# ---- block 1 ----
$ cat config.mk
export PLATFORM = sky130hd
export DESIGN_NAME = pdac_multichannel_interface
export DESIGN_NICKNAME = d
export VERILOG_FILES = /design/src/rtl/pdac_multichannel_interface.sv
export SDC_FILE = /design/constraint.sdc
export NUM_CORES = 1
export LEC_CHECK = 0
export CELL_PAD_IN_SITES_DETAIL_PLACEMENT = 2
export CELL_PAD_IN_SITES_GLOBAL_PLACEMENT = 2
export CORE_MARGIN = 10
export CORE_UTILIZATION = 28
export DETAILED_ROUTE_END_ITERATION = 8
export GPL_TIMING_DRIVEN = 0
export PLACE_DENSITY_LB_ADDON = 0.1
export SLEW_MARGIN = 0
export SYNTH_ARGS = -nofsm -noshare
export SYNTH_HDL_FRONTEND = slang
export SYNTH_SLANG_ARGS = --single-unit
$ cat constraint.sdc
create_clock -name clk -period 2.05 [get_ports clk]
set_clock_uncertainty 0.1 [all_clocks]
set_input_delay 0.205 -clock clk [delete_from_list [all_inputs] [get_ports clk]]
set_output_delay 0.205 -clock clk [all_outputs]
set_load 0.1 [all_outputs]
$ cat src/rtl/pdac_multichannel_interface.sv
// Multi-channel parallel DAC write controller: per-channel pending registers, round-robin bus arbiter,
// setup/write/settle sequencing. Optional macro PDAC_SATURATE_EN saturates out-of-range samples.
module pdac_multichannel_interface #(
    parameter int unsigned NCH           = 4,
    parameter int unsigned IN_W          = 16,
    parameter int unsigned DAC_W         = 12,
    parameter int unsigned LSB_SEL       = 2,
    parameter int unsigned SETUP_CYCLES  = 1,
    parameter int unsigned WR_CYCLES     = 1,
    parameter int unsigned SETTLE_CYCLES = 10
) (
    input  logic                  clk,
    input  logic                  reset,
    input  logic [NCH-1:0]        start,
    input  logic [NCH*IN_W-1:0]   dac_data,
    input  logic                  overrun_clr,
    output logic [DAC_W-1:0]      dac_out,
    output logic [NCH-1:0]        dac_sel,
    output logic                  wr,
    output logic [NCH-1:0]        dac_valid,
    output logic                  busy,
    output logic [NCH-1:0]        pending,
    output logic [NCH-1:0]        overrun
);

    localparam int unsigned CH_W  = (NCH > 1) ? $clog2(NCH) : 1;
    localparam int unsigned CNT_W = 8;

    typedef enum logic [2:0] {IDLE, SETUP, WRITE, SETTLE, DONE} state_t;

    state_t             state_q, state_d;
    logic [CNT_W-1:0]   cnt_q, cnt_d;
    logic [CH_W-1:0]    cur_ch_q, cur_ch_d;
    logic [CH_W-1:0]    rr_ptr_q, rr_ptr_d;
    logic [DAC_W-1:0]   pend_slice [NCH];

    logic [DAC_W-1:0]   dac_out_d;
    logic [NCH-1:0]     dac_sel_d;
    logic               wr_d;
    logic [NCH-1:0]     dac_valid_d;
    logic               busy_d;
    logic [NCH-1:0]     pending_d;
    logic [NCH-1:0]     overrun_d;

    logic               found;
    logic               grant;
    logic [CH_W-1:0]    gch;
    logic [NCH-1:0]     grant_vec;
    logic [NCH-1:0]     ov_ev;

    // Sample bits outside the DAC slice only matter for the saturation decision.
    logic unused_data;
    assign unused_data = ^dac_data;

`ifdef PDAC_SATURATE_EN
    localparam logic [IN_W-1:0] SAT_ONE    = IN_W'(1);
    localparam logic [IN_W-1:0] UPPER_MASK = ~((SAT_ONE << (LSB_SEL + DAC_W)) - SAT_ONE);
    logic [NCH-1:0] pend_hi;
`endif

    // Round-robin search: first pending channel at or above rr_ptr, wrapping.
    always_comb begin
        found = 1'b0;
        gch   = '0;
        for (int k = 0; k < NCH; k++) begin
            if (!found && pending[(int'(rr_ptr_q) + k) % NCH]) begin
                found = 1'b1;
                gch   = CH_W'((int'(rr_ptr_q) + k) % NCH);
            end
        end
    end

    always_comb begin
        state_d     = state_q;
        cnt_d       = cnt_q;
        cur_ch_d    = cur_ch_q;
        rr_ptr_d    = rr_ptr_q;
        dac_out_d   = dac_out;
        dac_sel_d   = dac_sel;
        busy_d      = busy;
        grant       = 1'b0;
        wr_d        = (state_q == WRITE);
        dac_valid_d = (state_q == DONE) ? (NCH'(1) << cur_ch_q) : '0;

        case (state_q)
            IDLE: begin
                if (found) begin
                    grant     = 1'b1;
                    cur_ch_d  = gch;
                    rr_ptr_d  = (gch == CH_W'(NCH - 1)) ? '0 : CH_W'(gch + 1'b1);
`ifdef PDAC_SATURATE_EN
                    dac_out_d = pend_hi[gch] ? '1 : pend_slice[gch];
`else
                    dac_out_d = pend_slice[gch];
`endif
                    dac_sel_d = NCH'(1) << gch;
                    busy_d    = 1'b1;
                    if (SETUP_CYCLES > 0) begin
                        state_d = SETUP;
                        cnt_d   = CNT_W'(SETUP_CYCLES - 1);
                    end else begin
                        state_d = WRITE;
                        cnt_d   = CNT_W'(WR_CYCLES - 1);
                    end
                end
            end
            SETUP: begin
                if (cnt_q == '0) begin
                    state_d = WRITE;
                    cnt_d   = CNT_W'(WR_CYCLES - 1);
                end else begin
                    cnt_d = cnt_q - CNT_W'(1);
                end
            end
            WRITE: begin
                if (cnt_q == '0) begin
                    if (SETTLE_CYCLES > 0) begin
                        state_d = SETTLE;
                        cnt_d   = CNT_W'(SETTLE_CYCLES - 1);
                    end else begin
                        state_d = DONE;
                    end
                end else begin
                    cnt_d = cnt_q - CNT_W'(1);
                end
            end
            SETTLE: begin
                if (cnt_q == '0) begin
                    state_d = DONE;
                end else begin
                    cnt_d = cnt_q - CNT_W'(1);
                end
            end
            DONE: begin
                state_d   = IDLE;
                dac_sel_d = '0;
                busy_d    = 1'b0;
            end
            default: state_d = IDLE;
        endcase

        // A granted channel re-captured on the grant edge is fresh data, not an overrun.
        grant_vec = grant ? (NCH'(1) << gch) : '0;
        ov_ev     = start & pending & ~grant_vec;
        pending_d = start | (pending & ~grant_vec);
        overrun_d = (overrun & ~{NCH{overrun_clr}}) | ov_ev;
    end

    always_ff @(posedge clk) begin
        if (reset) begin
            state_q   <= IDLE;
            cnt_q     <= '0;
            cur_ch_q  <= '0;
            rr_ptr_q  <= '0;
            dac_out   <= '0;
            dac_sel   <= '0;
            wr        <= 1'b0;
            dac_valid <= '0;
            busy      <= 1'b0;
            pending   <= '0;
            overrun   <= '0;
            for (int i = 0; i < NCH; i++) pend_slice[i] <= '0;
`ifdef PDAC_SATURATE_EN
            pend_hi   <= '0;
`endif
        end else begin
            state_q   <= state_d;
            cnt_q     <= cnt_d;
            cur_ch_q  <= cur_ch_d;
            rr_ptr_q  <= rr_ptr_d;
            dac_out   <= dac_out_d;
            dac_sel   <= dac_sel_d;
            wr        <= wr_d;
            dac_valid <= dac_valid_d;
            busy      <= busy_d;
            pending   <= pending_d;
            overrun   <= overrun_d;
            for (int i = 0; i < NCH; i++) begin
                if (start[i]) begin
                    pend_slice[i] <= dac_data[i*IN_W + LSB_SEL +: DAC_W];
`ifdef PDAC_SATURATE_EN
                    pend_hi[i]    <= |(dac_data[i*IN_W +: IN_W] & UPPER_MASK);
`endif
                end
            end
        end
    end

endmodule

# ---- block 2 ----
`config.mk`:
```
export PLATFORM = sky130hd
export DESIGN_NAME = memory_turn_ctrl
export DESIGN_NICKNAME = d
export VERILOG_FILES = /design/src/rtl/memory_game_pkg.sv /design/src/rtl/memory_turn_ctrl_timer.sv /design/src/rtl/memory_turn_ctrl.sv
export SDC_FILE = /design/constraint.sdc
export NUM_CORES = 1
export LEC_CHECK = 0
export ABC_AREA = 1
export CAP_MARGIN = 30
export CORE_ASPECT_RATIO = 1.25
export CORE_UTILIZATION = 30
export CTS_BUF_LIST = sky130_fd_sc_hd__clkbuf_4 sky130_fd_sc_hd__clkbuf_8
export DETAILED_ROUTE_END_ITERATION = 10
export PLACE_DENSITY = 0.59
export SLEW_MARGIN = 30
export SYNTH_ARGS = -nofsm -noshare
export SYNTH_HDL_FRONTEND = slang
export SYNTH_HIERARCHICAL = 1
export SYNTH_SLANG_ARGS = --single-unit
export TNS_END_PERCENT = 10
```
`constraint.sdc`:
```
create_clock -name clk -period 7.38 [get_ports clk]
set_clock_uncertainty 0.1 [all_clocks]
set_input_delay 1.476 -clock clk [delete_from_list [all_inputs] [get_ports clk]]
set_output_delay 1.476 -clock clk [all_outputs]
set_load 0.02 [all_outputs]
```
`src/rtl/memory_game_pkg.sv`:
```
// Shared types and board constants for the memory card game.
// Imported by the turn controller, the pair blocks and the board top.
package memory_game_pkg;

  localparam int DEF_NUM_CARDS = 16;
  localparam int DEF_POS_W     = 5;

  // All-ones position: no card is being strobed.
  localparam logic [DEF_POS_W-1:0] NO_SEL =
    DEF_POS_W'(2**DEF_POS_W - 1);

  typedef enum logic [2:0] {
    PICK1,
    PICK2,
    SETTLE,
    HOLD,
    CHECKWIN,
    WON
  } turn_state_t;

  function automatic int max_int(input int a,
                                 input int b);
    return (a > b) ? a : b;
  endfunction

endpackage

```
`src/rtl/memory_turn_ctrl_timer.sv`:
```
// Loadable down-counter; expire pulses for one cycle when an armed
// count reaches zero.
module turn_timer #(
  parameter int W = 4
) (
  input  logic         clk,
  input  logic         rst_n,
  input  logic         clear,
  input  logic         load,
  input  logic [W-1:0] load_val,
  output logic         expire
);

  logic [W-1:0] cnt;
  logic         armed;

  always_ff @(posedge clk or negedge rst_n) begin
    if (!rst_n) begin
      cnt   <= '0;
      armed <= 1'b0;
    end else if (clear) begin
      cnt   <= '0;
      armed <= 1'b0;
    end else if (load) begin
      cnt   <= load_val;
      armed <= 1'b1;
    end else if (armed) begin
      if (cnt == '0) begin
        armed <= 1'b0;
      end else begin
        cnt <= cnt - 1'b1;
      end
    end
  end

  assign expire = armed && (cnt == '0);

endmodule

```
`src/rtl/memory_turn_ctrl.sv`:
```
// Turn controller: sequences two flips per turn, judges the pair,
// holds mismatches face-up, and tracks attempts, pairs and the win.
module memory_turn_ctrl
  import memory_game_pkg::*;
#(
  parameter int NUM_CARDS     = DEF_NUM_CARDS,
  parameter int POS_W         = DEF_POS_W,
  parameter int HOLD_CYCLES   = 25_000_000,
  parameter int SETTLE_CYCLES = 2
) (
  input  logic                 clk,
  input  logic                 rst_n,
  input  logic                 pick_valid,
  input  logic [POS_W-1:0]     pick_pos,
  input  logic                 restart,
  input  logic [NUM_CARDS-1:0] out_of_game,
  output logic [POS_W-1:0]     select_pos,
  output logic                 unselect_all,
  output logic [NUM_CARDS-1:0] flipped_mask,
  output logic [7:0]           attempts,
  output logic [POS_W-1:0]     matched_pairs,
  output logic                 game_won,
  output logic                 busy
);

  localparam int HOLD_W   = $clog2(HOLD_CYCLES + 1);
  localparam int SETTLE_W = $clog2(SETTLE_CYCLES + 1);
  localparam int TW       = max_int(HOLD_W, SETTLE_W);

  localparam logic [TW-1:0] HOLD_LD   = TW'(HOLD_CYCLES);
  localparam logic [TW-1:0] SETTLE_LD = TW'(SETTLE_CYCLES);

  localparam logic [POS_W-1:0] IDLE_POS = '1;
  localparam logic [POS_W-1:0] ALL_PAIRS =
    POS_W'(NUM_CARDS / 2);

  turn_state_t state, state_d;

  logic [POS_W-1:0]     first_pos, first_d;
  logic [POS_W-1:0]     second_pos, second_d;
  logic [POS_W-1:0]     sel_d;
  logic                 unsel_d;
  logic [NUM_CARDS-1:0] flip_d;
  logic [7:0]           att_d;
  logic [POS_W-1:0]     pairs_d;
  logic                 won_d;
  logic                 busy_d;

  logic [NUM_CARDS-1:0] pick_oh;
  logic [NUM_CARDS-1:0] first_oh;
  logic [NUM_CARDS-1:0] second_oh;
  logic                 pick_ok;
  logic                 pair_hit;

  logic                 tmr_clear;
  logic                 tmr_load;
  logic [TW-1:0]        tmr_val;
  logic                 expire;

  turn_timer #(
    .W (TW)
  ) u_timer (
    .clk      (clk),
    .rst_n    (rst_n),
    .clear    (tmr_clear),
    .load     (tmr_load),
    .load_val (tmr_val),
    .expire   (expire)
  );

  // One-hot decodes avoid indexing the masks with out-of-range positions.
  always_comb begin
    pick_oh   = '0;
    first_oh  = '0;
    second_oh = '0;
    for (int i = 0; i < NUM_CARDS; i++) begin
      pick_oh[i]   = (pick_pos == POS_W'(i));
      first_oh[i]  = (first_pos == POS_W'(i));
      second_oh[i] = (second_pos == POS_W'(i));
    end
  end

  assign pick_ok = pick_valid && (|pick_oh) &&
    !(|(pick_oh & (out_of_game | flipped_mask)));

  assign pair_hit = (|(first_oh & out_of_game)) &&
    (|(second_oh & out_of_game));

  always_comb begin
    state_d   = state;
    first_d   = first_pos;
    second_d  = second_pos;
    sel_d     = IDLE_POS;
    unsel_d   = 1'b0;
    flip_d    = flipped_mask;
    att_d     = attempts;
    pairs_d   = matched_pairs;
    won_d     = game_won;
    tmr_clear = 1'b0;
    tmr_load  = 1'b0;
    tmr_val   = SETTLE_LD;

    if (restart) begin
      unsel_d   = 1'b1;
      flip_d    = '0;
      att_d     = '0;
      pairs_d   = '0;
      won_d     = 1'b0;
      tmr_clear = 1'b1;
      state_d   = PICK1;
    end else begin
      unique case (state)
        PICK1: begin
          if (pick_ok) begin
            first_d = pick_pos;
            sel_d   = pick_pos;
            flip_d  = flipped_mask | pick_oh;
            state_d = PICK2;
          end
        end
        PICK2: begin
          if (pick_ok) begin
            second_d = pick_pos;
            sel_d    = pick_pos;
            flip_d   = flipped_mask | pick_oh;
            if (attempts != 8'hFF) begin
              att_d = attempts + 8'd1;
            end
            tmr_load = 1'b1;
            tmr_val  = SETTLE_LD;
            state_d  = SETTLE;
          end
        end
        SETTLE: begin
          if (expire) begin
            if (pair_hit) begin
              pairs_d = matched_pairs + POS_W'(1);
              flip_d  = flipped_mask & ~(first_oh | second_oh);
              state_d = CHECKWIN;
            end else begin
              tmr_load = 1'b1;
              tmr_val  = HOLD_LD;
              state_d  = HOLD;
            end
          end
        end
        HOLD: begin
          if (expire) begin
            unsel_d = 1'b1;
            flip_d  = '0;
            state_d = PICK1;
          end
        end
        CHECKWIN: begin
          if (matched_pairs == ALL_PAIRS) begin
            won_d   = 1'b1;
            state_d = WON;
          end else begin
            state_d = PICK1;
          end
        end
        WON: begin
          state_d = WON;
        end
        default: begin
          state_d = PICK1;
        end
      endcase
    end

    busy_d = state_d inside {SETTLE, HOLD, CHECKWIN, WON};
  end

  always_ff @(posedge clk or negedge rst_n) begin
    if (!rst_n) begin
      state         <= PICK1;
      first_pos     <= '0;
      second_pos    <= '0;
      select_pos    <= IDLE_POS;
      unselect_all  <= 1'b0;
      flipped_mask  <= '0;
      attempts      <= '0;
      matched_pairs <= '0;
      game_won      <= 1'b0;
      busy          <= 1'b0;
    end else begin
      state         <= state_d;
      first_pos     <= first_d;
      second_pos    <= second_d;
      select_pos    <= sel_d;
      unselect_all  <= unsel_d;
      flipped_mask  <= flip_d;
      attempts      <= att_d;
      matched_pairs <= pairs_d;
      game_won      <= won_d;
      busy          <= busy_d;
    end
  end

endmodule

```
# ---- block 3 ----
===== src/rtl/pwm_fade_ctrl.sv =====
// PWM duty fader: free-running period counter plus an IDLE/RAMP FSM that steps duty toward a target.
// Optional build macro PWM_FADE_BREATHE_EN adds a breathe input for continuous target<->0 cycling.
module pwm_fade_ctrl #(
    parameter int DUTY_W = 4,
    parameter int PERIOD = 8,
    parameter int RATE_W = 4
) (
    input  logic              clk,
    input  logic              rst_n,
    input  logic              ena,
    input  logic              start,
    input  logic              stop,
    input  logic [DUTY_W-1:0] target,
    input  logic [RATE_W-1:0] rate,
`ifdef PWM_FADE_BREATHE_EN
    input  logic              breathe,
`endif
    output logic [DUTY_W-1:0] duty,
    output logic              period_end,
    output logic              busy,
    output logic              done
);
    // state | meaning
    // IDLE  | duty held, waiting for start
    // RAMP  | duty moves one code toward goal every rate+1 PWM periods

    localparam int PCNT_W = $clog2(PERIOD);

    typedef enum logic {IDLE, RAMP} state_t;

    state_t            state;
    logic [PCNT_W-1:0] pcnt;
    logic [RATE_W-1:0] dcnt;
    logic [RATE_W-1:0] rate_q;
    logic [DUTY_W-1:0] tgt_q;
    logic [DUTY_W-1:0] goal;
    logic [DUTY_W-1:0] duty_nxt;

`ifdef PWM_FADE_BREATHE_EN
    logic breathe_q;
    logic phase_q;

    // phase_q high means the breathe cycle is currently heading back down to 0
    assign goal = phase_q ? '0 : tgt_q;
`else
    assign goal = tgt_q;
`endif

    assign period_end = ena && (pcnt == PCNT_W'(PERIOD - 1));

    // Holding when already at goal keeps duty in range for a degenerate breathe target of 0
    assign duty_nxt = (duty < goal) ? duty + DUTY_W'(1) :
                      (duty > goal) ? duty - DUTY_W'(1) : duty;

    always_ff @(posedge clk or negedge rst_n) begin
        if (!rst_n) begin
            state  <= IDLE;
            pcnt   <= '0;
            dcnt   <= '0;
            rate_q <= '0;
            tgt_q  <= '0;
            duty   <= '0;
            busy   <= 1'b0;
            done   <= 1'b0;
`ifdef PWM_FADE_BREATHE_EN
            breathe_q <= 1'b0;
            phase_q   <= 1'b0;
`endif
        end else if (ena) begin
            pcnt <= (pcnt == PCNT_W'(PERIOD - 1)) ? '0 : pcnt + PCNT_W'(1);
            done <= 1'b0;
            if (stop) begin
                state <= IDLE;
                busy  <= 1'b0;
                dcnt  <= '0;
            end else if (start) begin
                tgt_q  <= target;
                rate_q <= rate;
                dcnt   <= '0;
`ifdef PWM_FADE_BREATHE_EN
                breathe_q <= breathe;
                phase_q   <= 1'b0;
`endif
                if (target == duty) begin
                    state <= IDLE;
                    busy  <= 1'b0;
                    done  <= 1'b1;
                end else begin
                    state <= RAMP;
                    busy  <= 1'b1;
                end
            end else if (state == RAMP && period_end) begin
                if (dcnt == rate_q) begin
                    dcnt <= '0;
                    duty <= duty_nxt;
                    if (duty_nxt == goal) begin
`ifdef PWM_FADE_BREATHE_EN
                        if (breathe_q) begin
                            phase_q <= !phase_q;
                        end else begin
                            state <= IDLE;
                            busy  <= 1'b0;
                            done  <= 1'b1;
                        end
`else
                        state <= IDLE;
                        busy  <= 1'b0;
                        done  <= 1'b1;
`endif
                    end
                end else begin
                    dcnt <= dcnt + RATE_W'(1);
                end
            end
        end
    end

endmodule


===== config.mk =====
export PLATFORM = sky130hd
export DESIGN_NAME = pwm_fade_ctrl
export DESIGN_NICKNAME = d
export VERILOG_FILES = /design/src/rtl/pwm_fade_ctrl.sv
export SDC_FILE = /design/constraint.sdc
export NUM_CORES = 1
export LEC_CHECK = 0
export CORE_AREA = 2 2 52 54
export CTS_BUF_LIST = sky130_fd_sc_hd__clkbuf_4 sky130_fd_sc_hd__clkbuf_8
export DETAILED_ROUTE_END_ITERATION = 16
export DIE_AREA = 0 0 54 56
export GPL_TIMING_DRIVEN = 0
export PLACE_DENSITY = 0.75
export SYNTH_ARGS = -nofsm -noshare
export SYNTH_HDL_FRONTEND = slang
export SYNTH_SLANG_ARGS = --single-unit

===== constraint.sdc =====
create_clock -name clk -period 2.89 [get_ports clk]
set_input_delay 0.867 -clock clk [delete_from_list [all_inputs] [get_ports clk]]
set_output_delay 0.867 -clock clk [all_outputs]
set_load 0.02 [all_outputs]

# ---- block 4 ----
$ cat config.mk
export PLATFORM = sky130hd
export DESIGN_NAME = serial_shifter
export DESIGN_NICKNAME = d
export VERILOG_FILES = /design/src/rtl/serial_shifter.sv
export SDC_FILE = /design/constraint.sdc
export NUM_CORES = 1
export LEC_CHECK = 0
export ABC_AREA = 1
export CAP_MARGIN = 5
export CORE_AREA = 3 3 100 54
export CTS_CLUSTER_DIAMETER = 200
export DETAILED_ROUTE_END_ITERATION = 10
export DIE_AREA = 0 0 103 57
export DONT_BUFFER_PORTS = 1
export SETUP_SLACK_MARGIN = 0.15
export SLEW_MARGIN = 20
export SYNTH_ARGS = -nofsm -noshare
export SYNTH_HDL_FRONTEND = slang
export SYNTH_SLANG_ARGS = --single-unit
export TNS_END_PERCENT = 5
$ cat constraint.sdc
create_clock -name i_clk -period 2.9 [get_ports i_clk]
set_input_delay 0.58 -clock i_clk [delete_from_list [all_inputs] [get_ports i_clk]]
set_output_delay 0.58 -clock i_clk [all_outputs]
set_load 0.02 [all_outputs]
$ cat src/rtl/serial_shifter.sv
// serial_shifter: byte-wide serial link port. A loaded byte is shifted out
// MSB-first on o_sout while i_sin is shifted into the same register, one bit
// per CLK_DIV system clocks. o_irq pulses for one cycle when a transfer ends.
// Optional macro SERIAL_EXT_CLK_EN adds an externally clocked transfer mode
// (ports i_ext_sel, i_sclk).
module serial_shifter #(
  parameter int unsigned DATA_WIDTH = 8,
  parameter int unsigned CLK_DIV    = 512
) (
  input  logic                  i_clk,
  input  logic                  i_reset_n,
  input  logic                  i_we,
  input  logic [DATA_WIDTH-1:0] i_data,
  input  logic                  i_start,
  input  logic                  i_sin,
`ifdef SERIAL_EXT_CLK_EN
  input  logic                  i_ext_sel,
  input  logic                  i_sclk,
`endif
  output logic [DATA_WIDTH-1:0] o_data,
  output logic                  o_busy,
  output logic                  o_sclk,
  output logic                  o_sout,
  output logic                  o_irq
);

  localparam int unsigned H  = CLK_DIV / 2;
  localparam int unsigned CW = (H > 1) ? $clog2(H) : 1;
  localparam int unsigned BW = $clog2(DATA_WIDTH + 1);

  typedef enum logic [1:0] {
    S_IDLE,
    S_LOW,
    S_HIGH
  } state_t;

  state_t                state_q, state_d;
  logic [DATA_WIDTH-1:0] data_q,  data_d;
  logic                  busy_q,  busy_d;
  logic                  sclk_q,  sclk_d;
  logic                  sout_q,  sout_d;
  logic                  irq_q,   irq_d;
  logic [BW-1:0]         bit_q,   bit_d;
  logic [CW-1:0]         hcnt_q,  hcnt_d;
  logic                  half_done;

`ifdef SERIAL_EXT_CLK_EN
  logic ext_q, ext_d;
  logic sync1_q, sync2_q, sync3_q;
  logic ext_rise, ext_fall;

  // Two-flop synchronizer for i_sclk plus one delay stage for edge detection
  always_ff @(posedge i_clk or negedge i_reset_n) begin
    if (!i_reset_n) begin
      sync1_q <= 1'b1;
      sync2_q <= 1'b1;
      sync3_q <= 1'b1;
    end else begin
      sync1_q <= i_sclk;
      sync2_q <= sync1_q;
      sync3_q <= sync2_q;
    end
  end

  assign ext_rise = sync2_q & ~sync3_q;
  assign ext_fall = ~sync2_q & sync3_q;
`endif

  assign half_done = (hcnt_q == CW'(H - 1));

  // State and output register
  always_ff @(posedge i_clk or negedge i_reset_n) begin
    if (!i_reset_n) begin
      state_q <= S_IDLE;
      data_q  <= '0;
      busy_q  <= 1'b0;
      sclk_q  <= 1'b1;
      sout_q  <= 1'b1;
      irq_q   <= 1'b0;
      bit_q   <= '0;
      hcnt_q  <= '0;
`ifdef SERIAL_EXT_CLK_EN
      ext_q   <= 1'b0;
`endif
    end else begin
      state_q <= state_d;
      data_q  <= data_d;
      busy_q  <= busy_d;
      sclk_q  <= sclk_d;
      sout_q  <= sout_d;
      irq_q   <= irq_d;
      bit_q   <= bit_d;
      hcnt_q  <= hcnt_d;
`ifdef SERIAL_EXT_CLK_EN
      ext_q   <= ext_d;
`endif
    end
  end

  // Next-state and output logic
  always_comb begin
    state_d = state_q;
    data_d  = data_q;
    busy_d  = busy_q;
    sclk_d  = sclk_q;
    sout_d  = sout_q;
    irq_d   = 1'b0;
    bit_d   = bit_q;
    hcnt_d  = hcnt_q;
`ifdef SERIAL_EXT_CLK_EN
    ext_d   = ext_q;
`endif
    case (state_q)
      S_IDLE: begin
        if (i_we) data_d = i_data;
        if (i_start) begin
          // A write in the same cycle wins, so the first bit comes from i_data
          state_d = S_LOW;
          busy_d  = 1'b1;
          sclk_d  = 1'b0;
          sout_d  = i_we ? i_data[DATA_WIDTH-1] : data_q[DATA_WIDTH-1];
          hcnt_d  = '0;
`ifdef SERIAL_EXT_CLK_EN
          ext_d   = i_ext_sel;
          if (i_ext_sel) sclk_d = 1'b1;
`endif
        end
      end
      S_LOW: begin
`ifdef SERIAL_EXT_CLK_EN
        // External mode stays in LOW; the synced i_sclk edges pace the bits
        if (ext_q) begin
          if (ext_fall) sout_d = data_q[DATA_WIDTH-1];
          if (ext_rise) begin
            data_d = {data_q[DATA_WIDTH-2:0], i_sin};
            if (bit_q == BW'(DATA_WIDTH - 1)) begin
              state_d = S_IDLE;
              busy_d  = 1'b0;
              sout_d  = 1'b1;
              irq_d   = 1'b1;
              bit_d   = '0;
              ext_d   = 1'b0;
            end else begin
              bit_d = bit_q + BW'(1);
            end
          end
        end else
`endif
        if (half_done) begin
          state_d = S_HIGH;
          hcnt_d  = '0;
          sclk_d  = 1'b1;
          data_d  = {data_q[DATA_WIDTH-2:0], i_sin};
          bit_d   = bit_q + BW'(1);
        end else begin
          hcnt_d = hcnt_q + CW'(1);
        end
      end
      S_HIGH: begin
        if (half_done) begin
          hcnt_d = '0;
          if (bit_q == BW'(DATA_WIDTH)) begin
            state_d = S_IDLE;
            busy_d  = 1'b0;
            sout_d  = 1'b1;
            irq_d   = 1'b1;
            bit_d   = '0;
          end else begin
            state_d = S_LOW;
            sclk_d  = 1'b0;
            sout_d  = data_q[DATA_WIDTH-1];
          end
        end else begin
          hcnt_d = hcnt_q + CW'(1);
        end
      end
      default: state_d = S_IDLE;
    endcase
  end

  assign o_data = data_q;
  assign o_busy = busy_q;
  assign o_sclk = sclk_q;
  assign o_sout = sout_q;
  assign o_irq  = irq_q;

endmodule

block_2/met2.png
Scale bar: 20 um.
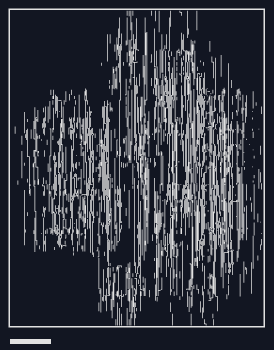
main direction: vertical
longest straight run: 68.8 um
met2 routing resource usage after global routing: 0.341
total wire length: 18.2 mm
via count: 5781

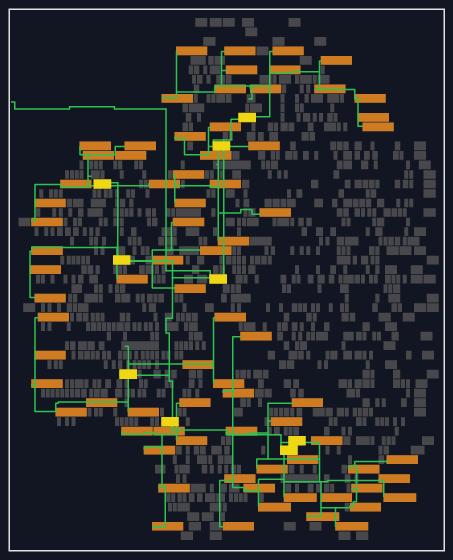
block_2/clock_map.png
[orange] flip-flops | count: 76
[yellow] cells driving clock nets | count: 9
[green] clock wires | length: 1200 um
routed clock nets: 10

==> flow_results.xml, block 2 <==
<?xml version="1.0" encoding="UTF-8"?>
<metrics>
  <group name="setup_path">
    <metric name="reg2reg_slack" unit="ns">3.90</metric>
    <metric name="cp_data_required_time" unit="ns">7.59</metric>
    <metric name="r2r_start" unit="">second_pos[4]$_DFFE_PN0P_</metric>
    <metric name="cp-endpoint" unit="">u_timer/cnt[1]$_DFFE_PN0P_</metric>
  </group>
  <group name="hold_path">
    <metric name="min_delay_path_depth" unit="">2</metric>
  </group>
  <group name="yosys">
    <metric name="ys_dominant_reg_cell" unit="">dfrtp_1</metric>
    <metric name="enable_flop_cells" unit="">0</metric>
    <metric name="synth_simple_gate_area_share" unit="">0.446</metric>
  </group>
  <group name="floorplan">
    <metric name="init_core_util" unit="">0.307</metric>
    <metric name="die.size.y" unit="um">155</metric>
  </group>
  <group name="final_layout">
    <metric name="layout_top_registers" unit="">u_timer/cnt x25, flipped_mask x16, attempts x8</metric>
    <metric name="layout_top_cell_excl_fill_tap" unit="">nand2_1</metric>
  </group>
  <group name="routing">
    <metric name="drt_pass_1_iters" unit="">5</metric>
  </group>
  <group name="place">
    <metric name="hpwlAfterDp" unit="mm">13.6</metric>
  </group>
  <group name="power">
    <metric name="sw_frac_of_total" unit="">0.386</metric>
  </group>
  <group name="run_status">
    <metric name="outcome" unit="">complete, no violations</metric>
  </group>
  <group name="job">
    <metric name="log.warning_count" unit="">28</metric>
  </group>
</metrics>
==> block 2: power by group through the flow <==
| stage | Combinational, uW | Sequential [uW] | Clock (uW) |
|---|---|---|---|
| after CTS | 433 | 489 | 415 |
| after global routing | 482 | 495 | 432 |
| after detailed placement | 432 | 497 | 0 |
| after floorplan | 281 | 495 | 0 |
| final | 435 | 490 | 398 |
| after global placement | 433 | 497 | 0 |
==> block 2: synth_stat cells, types with 7 or more instances <==
cell type	count	area, um^2
inv_1	66	248
dfrtp_1	71	1780
nor3_1	13	65.1
nor2_2	12	75.1
o21ai_0	30	150
nor2_1	96	360
nand3_1	85	425
nand2_2	9	56.3
xor2_1	7	61.3
nand4_1	19	119
nand2_1	288	1080
clkbuf_1	9	33.8
a21oi_1	30	150
inv_2	11	41.3
or2_2	9	56.3
nand3_2	13	130
==> block 2: metrics by stage <==
step	utilization	total power, uW	hold slack, ns	cells	instance area (um^2)
6_report	0.367	1320	0.428	1147	6680
3_3_place_gp	0.354	930	0.408	1131	6420
5_1_grt	0.367	1410	0.478	1147	6680
2_1_floorplan	-	776	0.370	860	5620
4_1_cts	0.367	1340	0.429	1147	6670
3_5_place_dp	0.354	928	0.407	1131	6430
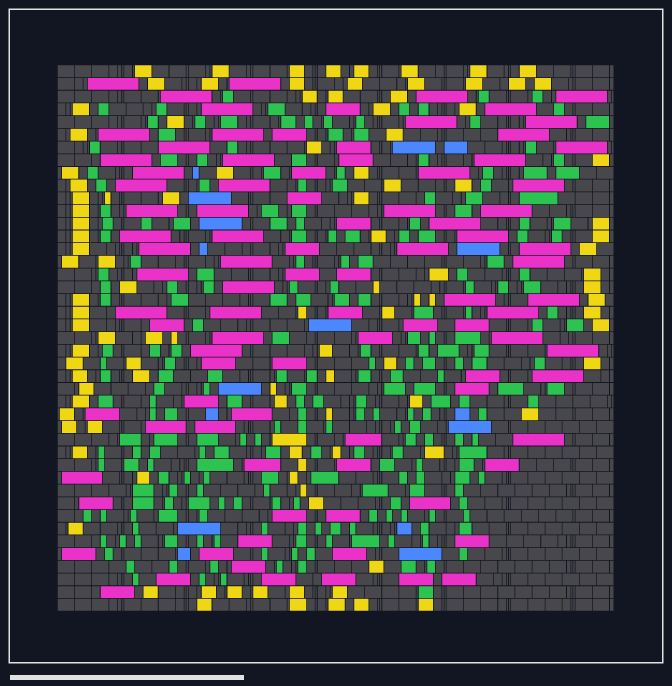
block_1/cell_classes.png
Scale bar: 50 um. Fill, decap, tap and diode cells in gray.
| color | class | cells | share of their area |
|---|---|---|---|
| blue | clock drivers and dummy loads | 16 | 5.3% |
| magenta | flops | 93 | 45% |
| green | all other logic | 244 | 32% |
| yellow | other buffers and delay cells | 107 | 18% |

==> flow_results.xml, block 1 <==
<?xml version="1.0" encoding="UTF-8"?>
<metrics>
  <group name="run_status">
    <metric name="violations_in_the_final_reports" unit="">setup timing</metric>
    <metric name="outcome" unit="">finished, violations left</metric>
  </group>
  <group name="final_layout">
    <metric name="final.fill_count" unit="">1490</metric>
    <metric name="layout.buffer.nonclock.area_share" unit="">0.173</metric>
    <metric name="stdcell_count" unit="">640</metric>
  </group>
  <group name="timing">
    <metric name="finalSetupViolations" unit="">1</metric>
    <metric name="postLayoutSetupSlackWorst" unit="ns">-0.00329</metric>
    <metric name="relSlewSlack" unit="">0.340</metric>
  </group>
  <group name="yosys">
    <metric name="ys_sh_aoi" unit="">0.111</metric>
    <metric name="fraction_of_registers_with_async_set_reset" unit="">0</metric>
    <metric name="yosys-dominant-comb-family" unit="">simple AND/OR/NAND/NOR gates</metric>
    <metric name="yosys.area_share.xor_xnor" unit="">0.00219</metric>
  </group>
  <group name="cts">
    <metric name="numCtsBuffers" unit="">9</metric>
  </group>
  <group name="global_route">
    <metric name="grt_usage" unit="">0.128</metric>
  </group>
  <group name="floorplan">
    <metric name="standard_cell_core_area" unit="um^2">13900</metric>
  </group>
  <group name="power">
    <metric name="share_seq_of_total_power" unit="">0.360</metric>
  </group>
</metrics>
## block 1: cell usage after synthesis (5+ instances only)
cell / n
a21oi_1: 21
and2_1: 48
clkbuf_1: 15
dfxtp_1: 45
edfxtp_1: 48
ha_1: 6
inv_1: 10
mux2i_1: 24
nand2_1: 24
nand3_1: 17
nor2_1: 20
nor3_1: 5
o221ai_1: 12
or2_2: 5
## block 1: power by group through the flow
stage	clock [uW]	combinational [uW]	sequential, uW
after floorplan	0	1110	3280
final	1590	2810	2470
after CTS	1640	2720	2440
after global routing	1710	3030	2520
after detailed placement	0	2720	2470
after global placement	0	2690	2460
## block 1: flip-flops by register name (all words and copies together), names as in the netlist
signal      flops
busy            1
cnt_q           8
cur_ch_q        2
dac_out        12
dac_sel         4
dac_valid       4
overrun         4
pend_slice     48
pending         4
rr_ptr_q        2
state_q         3
wr              1
## block 1: routing by layer
| layer | up-vias | global-route usage | part of all wire |
|---|---|---|---|
| met5 | - | 0 | 0 |
| met4 | 0 | 0.0500 | 0.014 |
| met3 | 14 | 0.0316 | 0.039 |
| met2 | 60 | 0.204 | 0.48 |
| met1 | 1473 | 0.162 | 0.47 |
| li1 | 1482 | - | - |
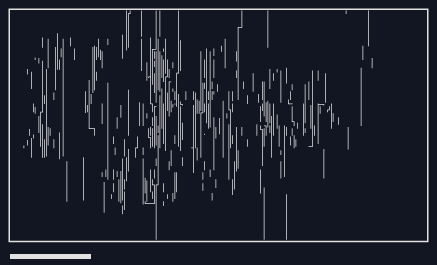
block_4/met2.png
Scale bar: 20 um.
longest straight run: 28.9 um
wire length on this layer: 1400 um
main direction: vertical
share of all routed wire: 44%
via count: 1208
total wire length: 3.16 mm
met2 routing resource usage after global routing: 0.178

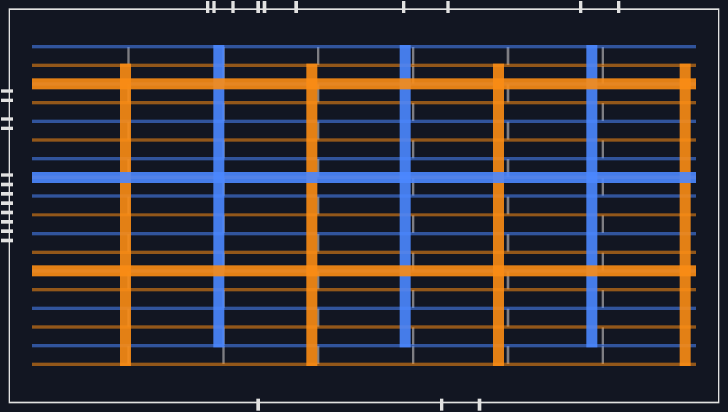
block_4/pdn.png
Pins as bars on the die edge. Tap cells in gray.
| color | net |
|---|---|
| orange | VSS |
| blue | VDD |
signal pins: 25
met5 straps: 3
met1 rails: 18
met4 straps: 7
largest voltage drop on the vdd net: 0.425 mV
standard cell core area: 4470 um^2
die width: 103 um
height of the die: 57 um

==> flow_results.xml, block 4 <==
<?xml version="1.0" encoding="UTF-8"?>
<metrics>
  <group name="run_status">
    <metric name="outcome" unit="">complete, no violations</metric>
  </group>
  <group name="final_layout">
    <metric name="final_nets" unit="">219</metric>
    <metric name="final_cell_mix" unit="">nand2_1, inv_1, dfrtp_1, nand3_1, nor2_1</metric>
    <metric name="layout.area.top_class" unit="">multi-input combinational cells</metric>
    <metric name="buffers_excl_clock" unit="">1</metric>
    <metric name="seq-cell-share" unit="">0.384</metric>
  </group>
  <group name="floorplan">
    <metric name="floorplan_die_area" unit="um^2">5870</metric>
    <metric name="placementRows" unit="">17</metric>
    <metric name="tapCellCount" unit="">57</metric>
  </group>
  <group name="timing">
    <metric name="tightestPinTransition" unit="ns">0.777</metric>
    <metric name="finalSetupViolations" unit="">0</metric>
    <metric name="tns" unit="ns">0</metric>
    <metric name="postLayoutSetupSlackWorst" unit="ns">1.04</metric>
  </group>
  <group name="setup_path">
    <metric name="reg2reg_slack" unit="ns">1.04</metric>
    <metric name="cp_data_arrival_time" unit="ns">2.02</metric>
  </group>
  <group name="yosys">
    <metric name="synthesis.area_per_instance" unit="um^2">8.10</metric>
    <metric name="synth.cellmix.adderShare" unit="">0.0552</metric>
    <metric name="yosysWarnings" unit="">0</metric>
    <metric name="fraction_of_registers_with_async_set_reset" unit="">1.00</metric>
  </group>
  <group name="routing">
    <metric name="antenna_violating_nets_left" unit="">0</metric>
  </group>
  <group name="cts">
    <metric name="cts_hold_repair.buffers" unit="">1</metric>
  </group>
</metrics>
-- block 4: power by group through the flow --
| stage | clock, uW | combinational (uW) | sequential [uW] |
|---|---|---|---|
| finish | 215 | 859 | 704 |
| global route | 242 | 981 | 728 |
| CTS | 223 | 871 | 707 |
| detailed placement | 0 | 860 | 711 |
| global placement | 0 | 835 | 709 |
| floorplan | 0 | 743 | 674 |
-- block 4: worst register-to-register path: cells and delay by family (launching register included) --
kind / cells / cell delay, ns
adders and majority gates: 1 / 0.66
DFF: 1 / 0.42
AOI/OAI and AO/OA: 1 / 0.05
and+or+nand+nor: 4 / 0.53
buffers and inverters: 1 / 0.09
-- block 4: per-stage QoR --
stage | cells | power [uW] | cell area, um^2 | hold WS, ns | util
after floorplan | 196 | 1420 | 1590 | 0.284 | -
after global placement | 250 | 1540 | 1640 | 0.286 | 0.367
after detailed placement | 250 | 1570 | 1640 | 0.285 | 0.367
after CTS | 255 | 1800 | 1700 | 0.111 | 0.381
after global routing | 255 | 1950 | 1700 | 0.106 | 0.381
final | 255 | 1780 | 1700 | 0.108 | 0.381
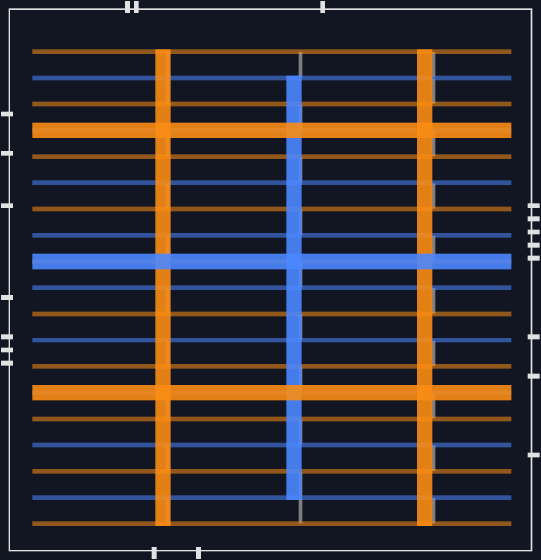
block_3/pdn.png
Pins as bars on the die edge. Tap cells in gray.
| color | net |
|---|---|
| orange | VSS |
| blue | VDD |
tap cells: 30
met1 rails: 19
met4 straps: 3
die width: 54 um
height of the die: 56 um
largest voltage drop on the vdd net: 0.412 mV
standard cell core area: 2430 um^2

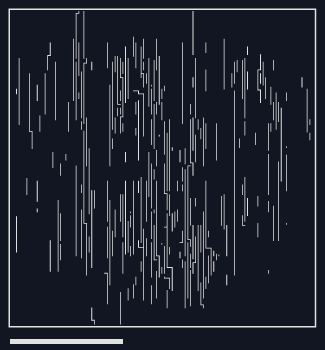
block_3/met2.png
Scale bar: 20 um.
nets with wire on the layer: 142
wire length on this layer: 1200 um
longest straight run: 32.6 um
met2 routing resource usage after global routing: 0.305
via count: 1004
total wire length: 2.49 mm

==> flow_results.xml, block 3 <==
<?xml version="1.0" encoding="UTF-8"?>
<metrics>
  <group name="power">
    <metric name="switchingPower" unit="uW">307</metric>
    <metric name="power_density" unit="nW/um^2">572</metric>
  </group>
  <group name="setup_path">
    <metric name="setup.worst_path.end_class" unit="">flip-flop</metric>
    <metric name="crit_path_launch_type" unit="">flip-flop</metric>
    <metric name="cp_data_arrival_time" unit="ns">2.98</metric>
  </group>
  <group name="timing">
    <metric name="finalSetupViolations" unit="">0</metric>
    <metric name="worst_hold_slack" unit="ns">0.526</metric>
    <metric name="post-route-period-util" unit="">0.954</metric>
    <metric name="postLayoutSetupSlackWorst" unit="ns">0.133</metric>
  </group>
  <group name="place">
    <metric name="dpl.cell_count" unit="">170</metric>
    <metric name="dpl-instance-area" unit="um^2">1520</metric>
    <metric name="hpwlAfterDp" unit="mm">1.87</metric>
  </group>
  <group name="yosys">
    <metric name="synth_simple_gate_area_share" unit="">0.130</metric>
    <metric name="most_area_consuming_cells_after_synthesis" unit="">dfrtp_1, mux2_2, ha_1, xnor2_1, xor2_1</metric>
    <metric name="netlist.area_leader.share" unit="">0.404</metric>
    <metric name="yosys-stat-area" unit="um^2">1300</metric>
  </group>
  <group name="final_layout">
    <metric name="final_nets" unit="">167</metric>
  </group>
  <group name="global_route">
    <metric name="grt_antenna_before_repair" unit="">0</metric>
    <metric name="grt_usage" unit="">0.190</metric>
  </group>
  <group name="run_status">
    <metric name="outcome" unit="">complete, no violations</metric>
  </group>
  <group name="routing">
    <metric name="route.detailed.drc" unit="">0</metric>
  </group>
  <group name="cts">
    <metric name="total_number_of_clock_tree_sinks" unit="">21</metric>
  </group>
</metrics>
-- block 3: worst max-delay path by stage --
stage | start | to | slack [ns] | depth (start not counted)
CTS | ena | period_end | 0.05 | 3
global placement | ena | period_end | 0.07 | 3
finish | duty[0]$_DFFE_PN0P_ | state$_DFFE_PN0P_ | 0.13 | 8
detailed placement | ena | period_end | 0.05 | 3
global route | duty[0]$_DFFE_PN0P_ | state$_DFFE_PN0P_ | 0.02 | 8
floorplan | duty[0]$_DFFE_PN0P_ | state$_DFFE_PN0P_ | 0.17 | 8
-- block 3: final cells by class --
cell class / instances / area [um^2]
fillers: 207 / 885
multi-input cells: 91 / 738
flip-flops and latches: 21 / 526
repair buffers: 18 / 180
well taps: 30 / 37.5
inverters: 8 / 30.0
clock buffers: 3 / 22.5
plain buffers: 2 / 8.76
clock inverters: 1 / 5.00
-- block 3: worst max-delay path: stages, from the launching register on --
cell     delay (ns)
dfrtp_1        0.51
inv_1          0.14
ha_1           0.33
and4_4         0.19
or4_4          0.43
mux2i_4        0.17
xnor3_1        0.22
or4_1          0.43
a31o_1         0.23

# ---- block 5 ----
block_5/clock_map.png
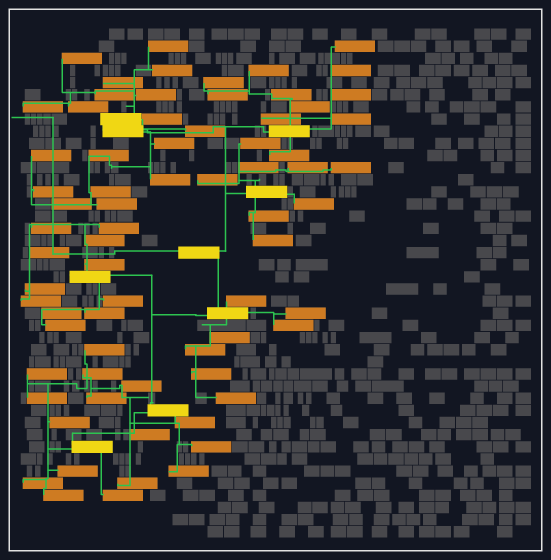
--- src/rtl/lsu_arbiter.sv ---
// Two-master arbiter for the single-port load/store unit.
// Owner FSM with bounded bursts and a last-served priority pointer.
module lsu_arbiter #(
  parameter int unsigned MAX_BURST = 4
) (
  input  logic        i_clk,
  input  logic        i_rst_n,

  input  logic        i_m0_req,
  input  logic        i_m0_wren,
  input  logic [31:0] i_m0_addr,
  input  logic [31:0] i_m0_wdata,
  output logic        o_m0_gnt,
  output logic        o_m0_rvalid,
  output logic [31:0] o_m0_rdata,

  input  logic        i_m1_req,
  input  logic        i_m1_wren,
  input  logic [31:0] i_m1_addr,
  input  logic [31:0] i_m1_wdata,
  output logic        o_m1_gnt,
  output logic        o_m1_rvalid,
  output logic [31:0] o_m1_rdata,

  output logic [31:0] o_lsu_addr,
  output logic [31:0] o_lsu_st_data,
  output logic        o_lsu_wren,
  input  logic [31:0] i_lsu_ld_data,

  output logic        o_busy
);

  localparam int unsigned CntW = (MAX_BURST > 1) ? $clog2(MAX_BURST) : 1;
  localparam logic [CntW-1:0] LastBeat = CntW'(MAX_BURST - 1);

  typedef enum logic [1:0] {StIdle, StOwn0, StOwn1} state_e;

  state_e            state_q, state_d;
  logic              prio_q, prio_d;  // 0: master 0 wins a tie, 1: master 1
  logic [CntW-1:0]   beat_cnt_q, beat_cnt_d;
  logic              m0_rvalid_q, m0_rvalid_d;
  logic              m1_rvalid_q, m1_rvalid_d;
  logic [31:0]       m0_rdata_q, m0_rdata_d;
  logic [31:0]       m1_rdata_q, m1_rdata_d;

  logic gnt0, gnt1;

  // Grants follow req combinationally so a dropping req never gets a stray beat.
  assign gnt0 = (state_q == StOwn0) && i_m0_req;
  assign gnt1 = (state_q == StOwn1) && i_m1_req;

  assign o_m0_gnt    = gnt0;
  assign o_m1_gnt    = gnt1;
  assign o_m0_rvalid = m0_rvalid_q;
  assign o_m1_rvalid = m1_rvalid_q;
  assign o_m0_rdata  = m0_rdata_q;
  assign o_m1_rdata  = m1_rdata_q;
  assign o_busy      = (state_q != StIdle);

  always_comb begin
    o_lsu_addr    = '0;
    o_lsu_st_data = '0;
    o_lsu_wren    = 1'b0;
    if (gnt0) begin
      o_lsu_addr    = i_m0_addr;
      o_lsu_st_data = i_m0_wdata;
      o_lsu_wren    = i_m0_wren;
    end else if (gnt1) begin
      o_lsu_addr    = i_m1_addr;
      o_lsu_st_data = i_m1_wdata;
      o_lsu_wren    = i_m1_wren;
    end
  end

  always_comb begin
    state_d    = state_q;
    prio_d     = prio_q;
    beat_cnt_d = beat_cnt_q;
    unique case (state_q)
      StIdle: begin
        beat_cnt_d = '0;
        if (i_m0_req && i_m1_req) begin
          state_d = prio_q ? StOwn1 : StOwn0;
        end else if (i_m0_req) begin
          state_d = StOwn0;
        end else if (i_m1_req) begin
          state_d = StOwn1;
        end
      end
      StOwn0: begin
        if (!i_m0_req) begin
          state_d    = StIdle;
          prio_d     = 1'b1;
          beat_cnt_d = '0;
        end else if (beat_cnt_q == LastBeat) begin
          beat_cnt_d = '0;
          if (i_m1_req) begin
            state_d = StOwn1;
            prio_d  = 1'b1;
          end
        end else begin
          beat_cnt_d = beat_cnt_q + CntW'(1);
        end
      end
      StOwn1: begin
        if (!i_m1_req) begin
          state_d    = StIdle;
          prio_d     = 1'b0;
          beat_cnt_d = '0;
        end else if (beat_cnt_q == LastBeat) begin
          beat_cnt_d = '0;
          if (i_m0_req) begin
            state_d = StOwn0;
            prio_d  = 1'b0;
          end
        end else begin
          beat_cnt_d = beat_cnt_q + CntW'(1);
        end
      end
      default: begin
        state_d    = StIdle;
        beat_cnt_d = '0;
      end
    endcase
  end

  // Load data is captured at the end of the granted read beat.
  always_comb begin
    m0_rvalid_d = gnt0 && !i_m0_wren;
    m1_rvalid_d = gnt1 && !i_m1_wren;
    m0_rdata_d  = m0_rvalid_d ? i_lsu_ld_data : m0_rdata_q;
    m1_rdata_d  = m1_rvalid_d ? i_lsu_ld_data : m1_rdata_q;
  end

  always_ff @(posedge i_clk or negedge i_rst_n) begin
    if (!i_rst_n) begin
      state_q     <= StIdle;
      prio_q      <= 1'b0;
      beat_cnt_q  <= '0;
      m0_rvalid_q <= 1'b0;
      m1_rvalid_q <= 1'b0;
      m0_rdata_q  <= '0;
      m1_rdata_q  <= '0;
    end else begin
      state_q     <= state_d;
      prio_q      <= prio_d;
      beat_cnt_q  <= beat_cnt_d;
      m0_rvalid_q <= m0_rvalid_d;
      m1_rvalid_q <= m1_rvalid_d;
      m0_rdata_q  <= m0_rdata_d;
      m1_rdata_q  <= m1_rdata_d;
    end
  end

endmodule

--- config.mk ---
export PLATFORM = sky130hd
export DESIGN_NAME = lsu_arbiter
export DESIGN_NICKNAME = d
export VERILOG_FILES = /design/src/rtl/lsu_arbiter.sv
export SDC_FILE = /design/constraint.sdc
export NUM_CORES = 1
export LEC_CHECK = 0
export CORE_AREA = 2 2 117 119
export DETAILED_ROUTE_END_ITERATION = 10
export DIE_AREA = 0 0 119 121
export PLACE_DENSITY = 0.7
export REMOVE_ABC_BUFFERS = 1
export SLEW_MARGIN = 20
export SYNTH_ARGS = -nofsm -noshare
export SYNTH_HDL_FRONTEND = slang
export SYNTH_SLANG_ARGS = --single-unit
--- constraint.sdc ---
create_clock -name i_clk -period 4 [get_ports i_clk]
set_input_delay 0.8 -clock i_clk [delete_from_list [all_inputs] [get_ports i_clk]]
set_output_delay 0.8 -clock i_clk [all_outputs]
set_load 0.02 [all_outputs]
==> flow_results.xml <==
<?xml version="1.0" encoding="UTF-8"?>
<metrics>
  <group name="run_status">
    <metric name="outcome" unit="">complete, no violations</metric>
  </group>
  <group name="setup_path">
    <metric name="reg2reg_to" unit="">o_m0_rdata[27]$_DFFE_PN0P_</metric>
    <metric name="cp_data_required_time" unit="ns">3.20</metric>
    <metric name="cp_data_arrival_time" unit="ns">2.86</metric>
    <metric name="maximum_fanout_encountered_on_the_critical_timing_path" unit="">66</metric>
    <metric name="cp_cell_instances" unit="">clkdlybuf4s50_1 &gt; nand2_2 &gt; inv_2 &gt; buf_12 &gt; a22o_1 &gt; clkdlybuf4s50_1</metric>
    <metric name="cp-endpoint" unit="">o_lsu_addr[14]</metric>
  </group>
  <group name="yosys">
    <metric name="most_area_consuming_cells_after_synthesis" unit="">dfrtp_1, nand2_1, a22o_1, buf_2, ha_1</metric>
    <metric name="syn-instance-count" unit="">401</metric>
    <metric name="post_synth_mux_area_share" unit="">0.00283</metric>
    <metric name="ys_sh_aoi" unit="">0.178</metric>
    <metric name="yosys.area_share.xor_xnor" unit="">0</metric>
    <metric name="top_cells_by_count" unit="">nand2_1, dfrtp_1, a22o_1, buf_2</metric>
    <metric name="number_of_distinct_library_cells_after_synthesis" unit="">28</metric>
    <metric name="yosysWarnings" unit="">0</metric>
    <metric name="yosys.cell_count.top_type" unit="">nand2_1</metric>
  </group>
  <group name="routing">
    <metric name="initial_drt_markers" unit="">201</metric>
    <metric name="drt_pass_1_iters" unit="">4</metric>
    <metric name="antenna_violating_nets_left" unit="">0</metric>
    <metric name="finalWirelength" unit="mm">17.3</metric>
  </group>
  <group name="timing">
    <metric name="final_period_minus_worst_setup_slack" unit="ns">3.66</metric>
    <metric name="grt_setup_unrepaired" unit="">false</metric>
    <metric name="final_max_slew_viol_count" unit="">0</metric>
    <metric name="fmax" unit="MHz">273</metric>
  </group>
  <group name="floorplan">
    <metric name="floorplan_die_area" unit="um^2">14400</metric>
    <metric name="standard_cell_core_area" unit="um^2">13100</metric>
  </group>
  <group name="power">
    <metric name="p_int" unit="uW">2760</metric>
    <metric name="sw_frac_of_total" unit="">0.397</metric>
    <metric name="share_comb_of_total_power" unit="">0.564</metric>
  </group>
  <group name="final_layout">
    <metric name="final_nets" unit="">863</metric>
    <metric name="stdcell_count" unit="">872</metric>
    <metric name="area.growth.synth_to_final" unit="%">96.9</metric>
    <metric name="multiInputGateArea" unit="um^2">1550</metric>
    <metric name="final.fill_count" unit="">1165</metric>
    <metric name="design_area" unit="um^2">6970</metric>
  </group>
  <group name="job">
    <metric name="log.warning_count" unit="">29</metric>
  </group>
  <group name="cts">
    <metric name="post_cts.resized_instances" unit="">0</metric>
    <metric name="ctsLongestPathBuffers" unit="">2</metric>
    <metric name="htreeDepth" unit="">3</metric>
  </group>
  <group name="hold_path">
    <metric name="hold_path.class" unit="">reg2reg</metric>
  </group>
  <group name="global_route">
    <metric name="grt_pass1_vias" unit="">4193</metric>
    <metric name="global_route.overflow_total" unit="">0</metric>
  </group>
</metrics>
Notes on block_5/clock_map.png above:
[yellow] cells driving clock nets | count: 9
[green] clock wires | length: 849 um
[orange] flip-flops | count: 71
routed clock nets: 10
Worst Skew: 0.00650 ns
clock group share of total power: 0.164
Power Clock: 750 uW
Clock Latency Late Sink: 0.32 ns

-- layout by cell type (no fill, tap or decap), types with 3 or more instances in the layout --
| master | n |
|---|---|
| clkdlybuf4s50_1 | 293 |
| nand2_1 | 199 |
| dfrtp_1 | 71 |
| a22o_1 | 64 |
| clkbuf_16 | 9 |
| ha_1 | 6 |
| buf_4 | 6 |
| buf_12 | 6 |
| clkinv_2 | 5 |
| inv_1 | 4 |
| nand2b_1 | 3 |
| a21oi_1 | 3 |
-- routing by layer --
layer | global-route usage | vias up | share of wire
met5 | 0 | - | 0.0016
met4 | 0.0528 | 4 | 0.014
met3 | 0.0954 | 20 | 0.098
met2 | 0.392 | 192 | 0.48
met1 | 0.279 | 1983 | 0.40
li1 | - | 1912 | -
-- cell type report --
| class | count | area share |
|---|---|---|
| clock buffers | 10 | 0.0329 |
| repair buffers | 306 | 0.445 |
| flip-flops and latches | 71 | 0.255 |
| inverters | 8 | 0.00521 |
| multi-input cells | 295 | 0.222 |
| well taps | 176 | 0.0316 |
| clock inverters | 5 | 0.00718 |
| diodes | 1 | 0.000359 |


## Gallery

Placement by cell class.
Scale bar: 20 um. Fill, decap, tap and diode cells in gray.
image #1
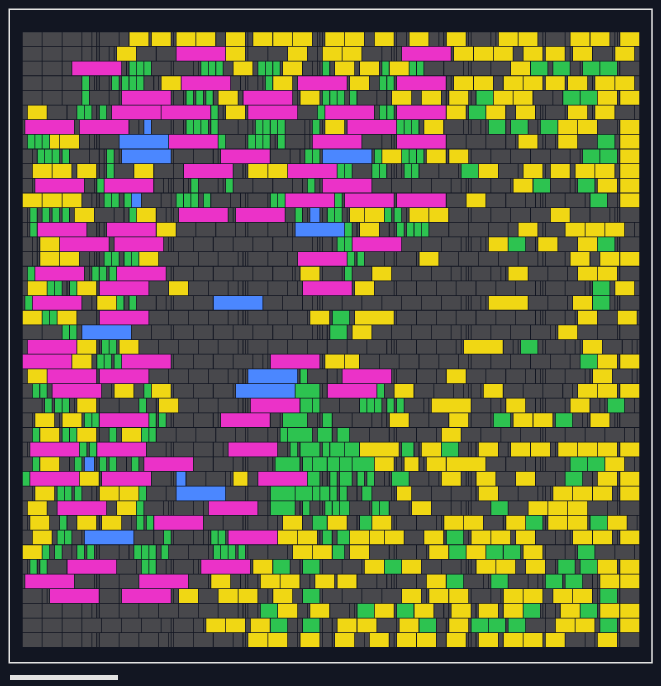
image #2
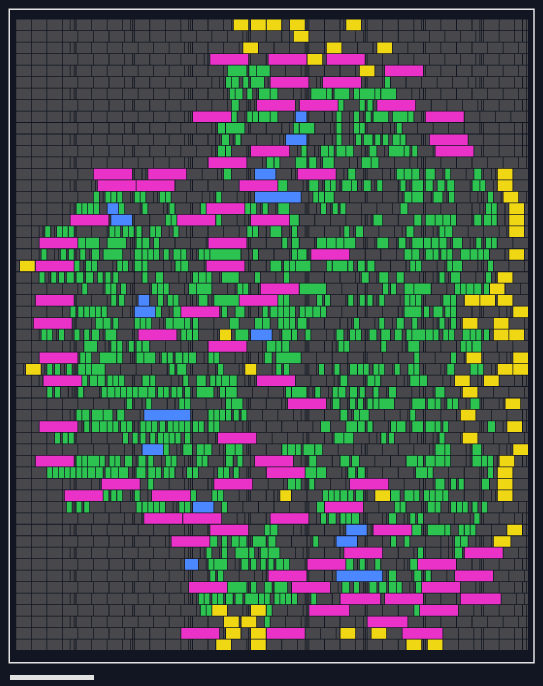
image #3
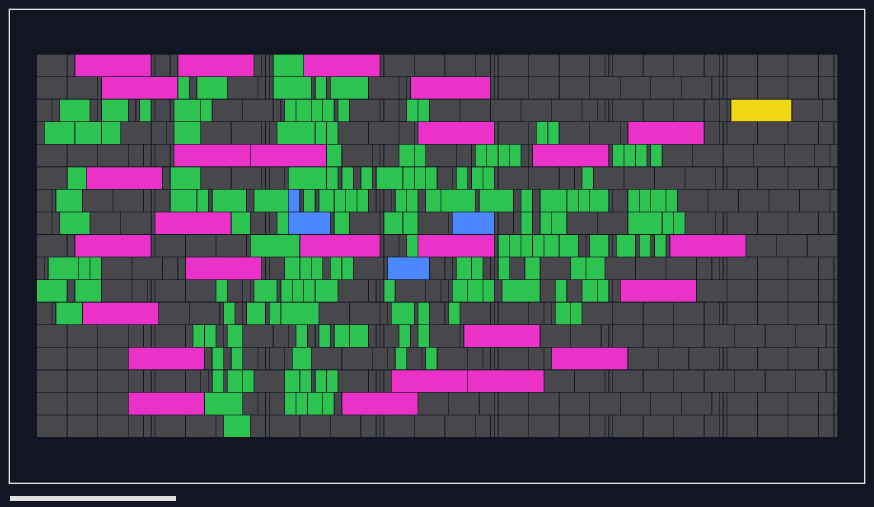
image #4
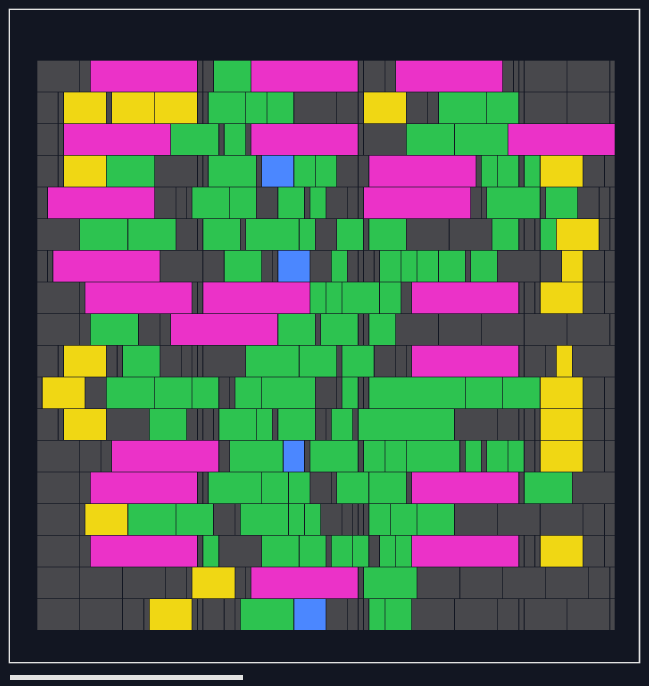
- block 4 = image #3
- block 3 = image #4
- block 2 = image #2
- block 5 = image #1
The one with the fewest cells is image #4.
The one with the smallest die is image #4.

Key to image #1:
| color | class | cells | share of their area |
|---|---|---|---|
| yellow | other buffers and delay cells | 306 | 46% |
| green | all other logic | 303 | 24% |
| blue | clock drivers and dummy loads | 15 | 4.1% |
| magenta | flops | 71 | 26% |

No activity file was given, so power comes from the tool's default toggle rates.
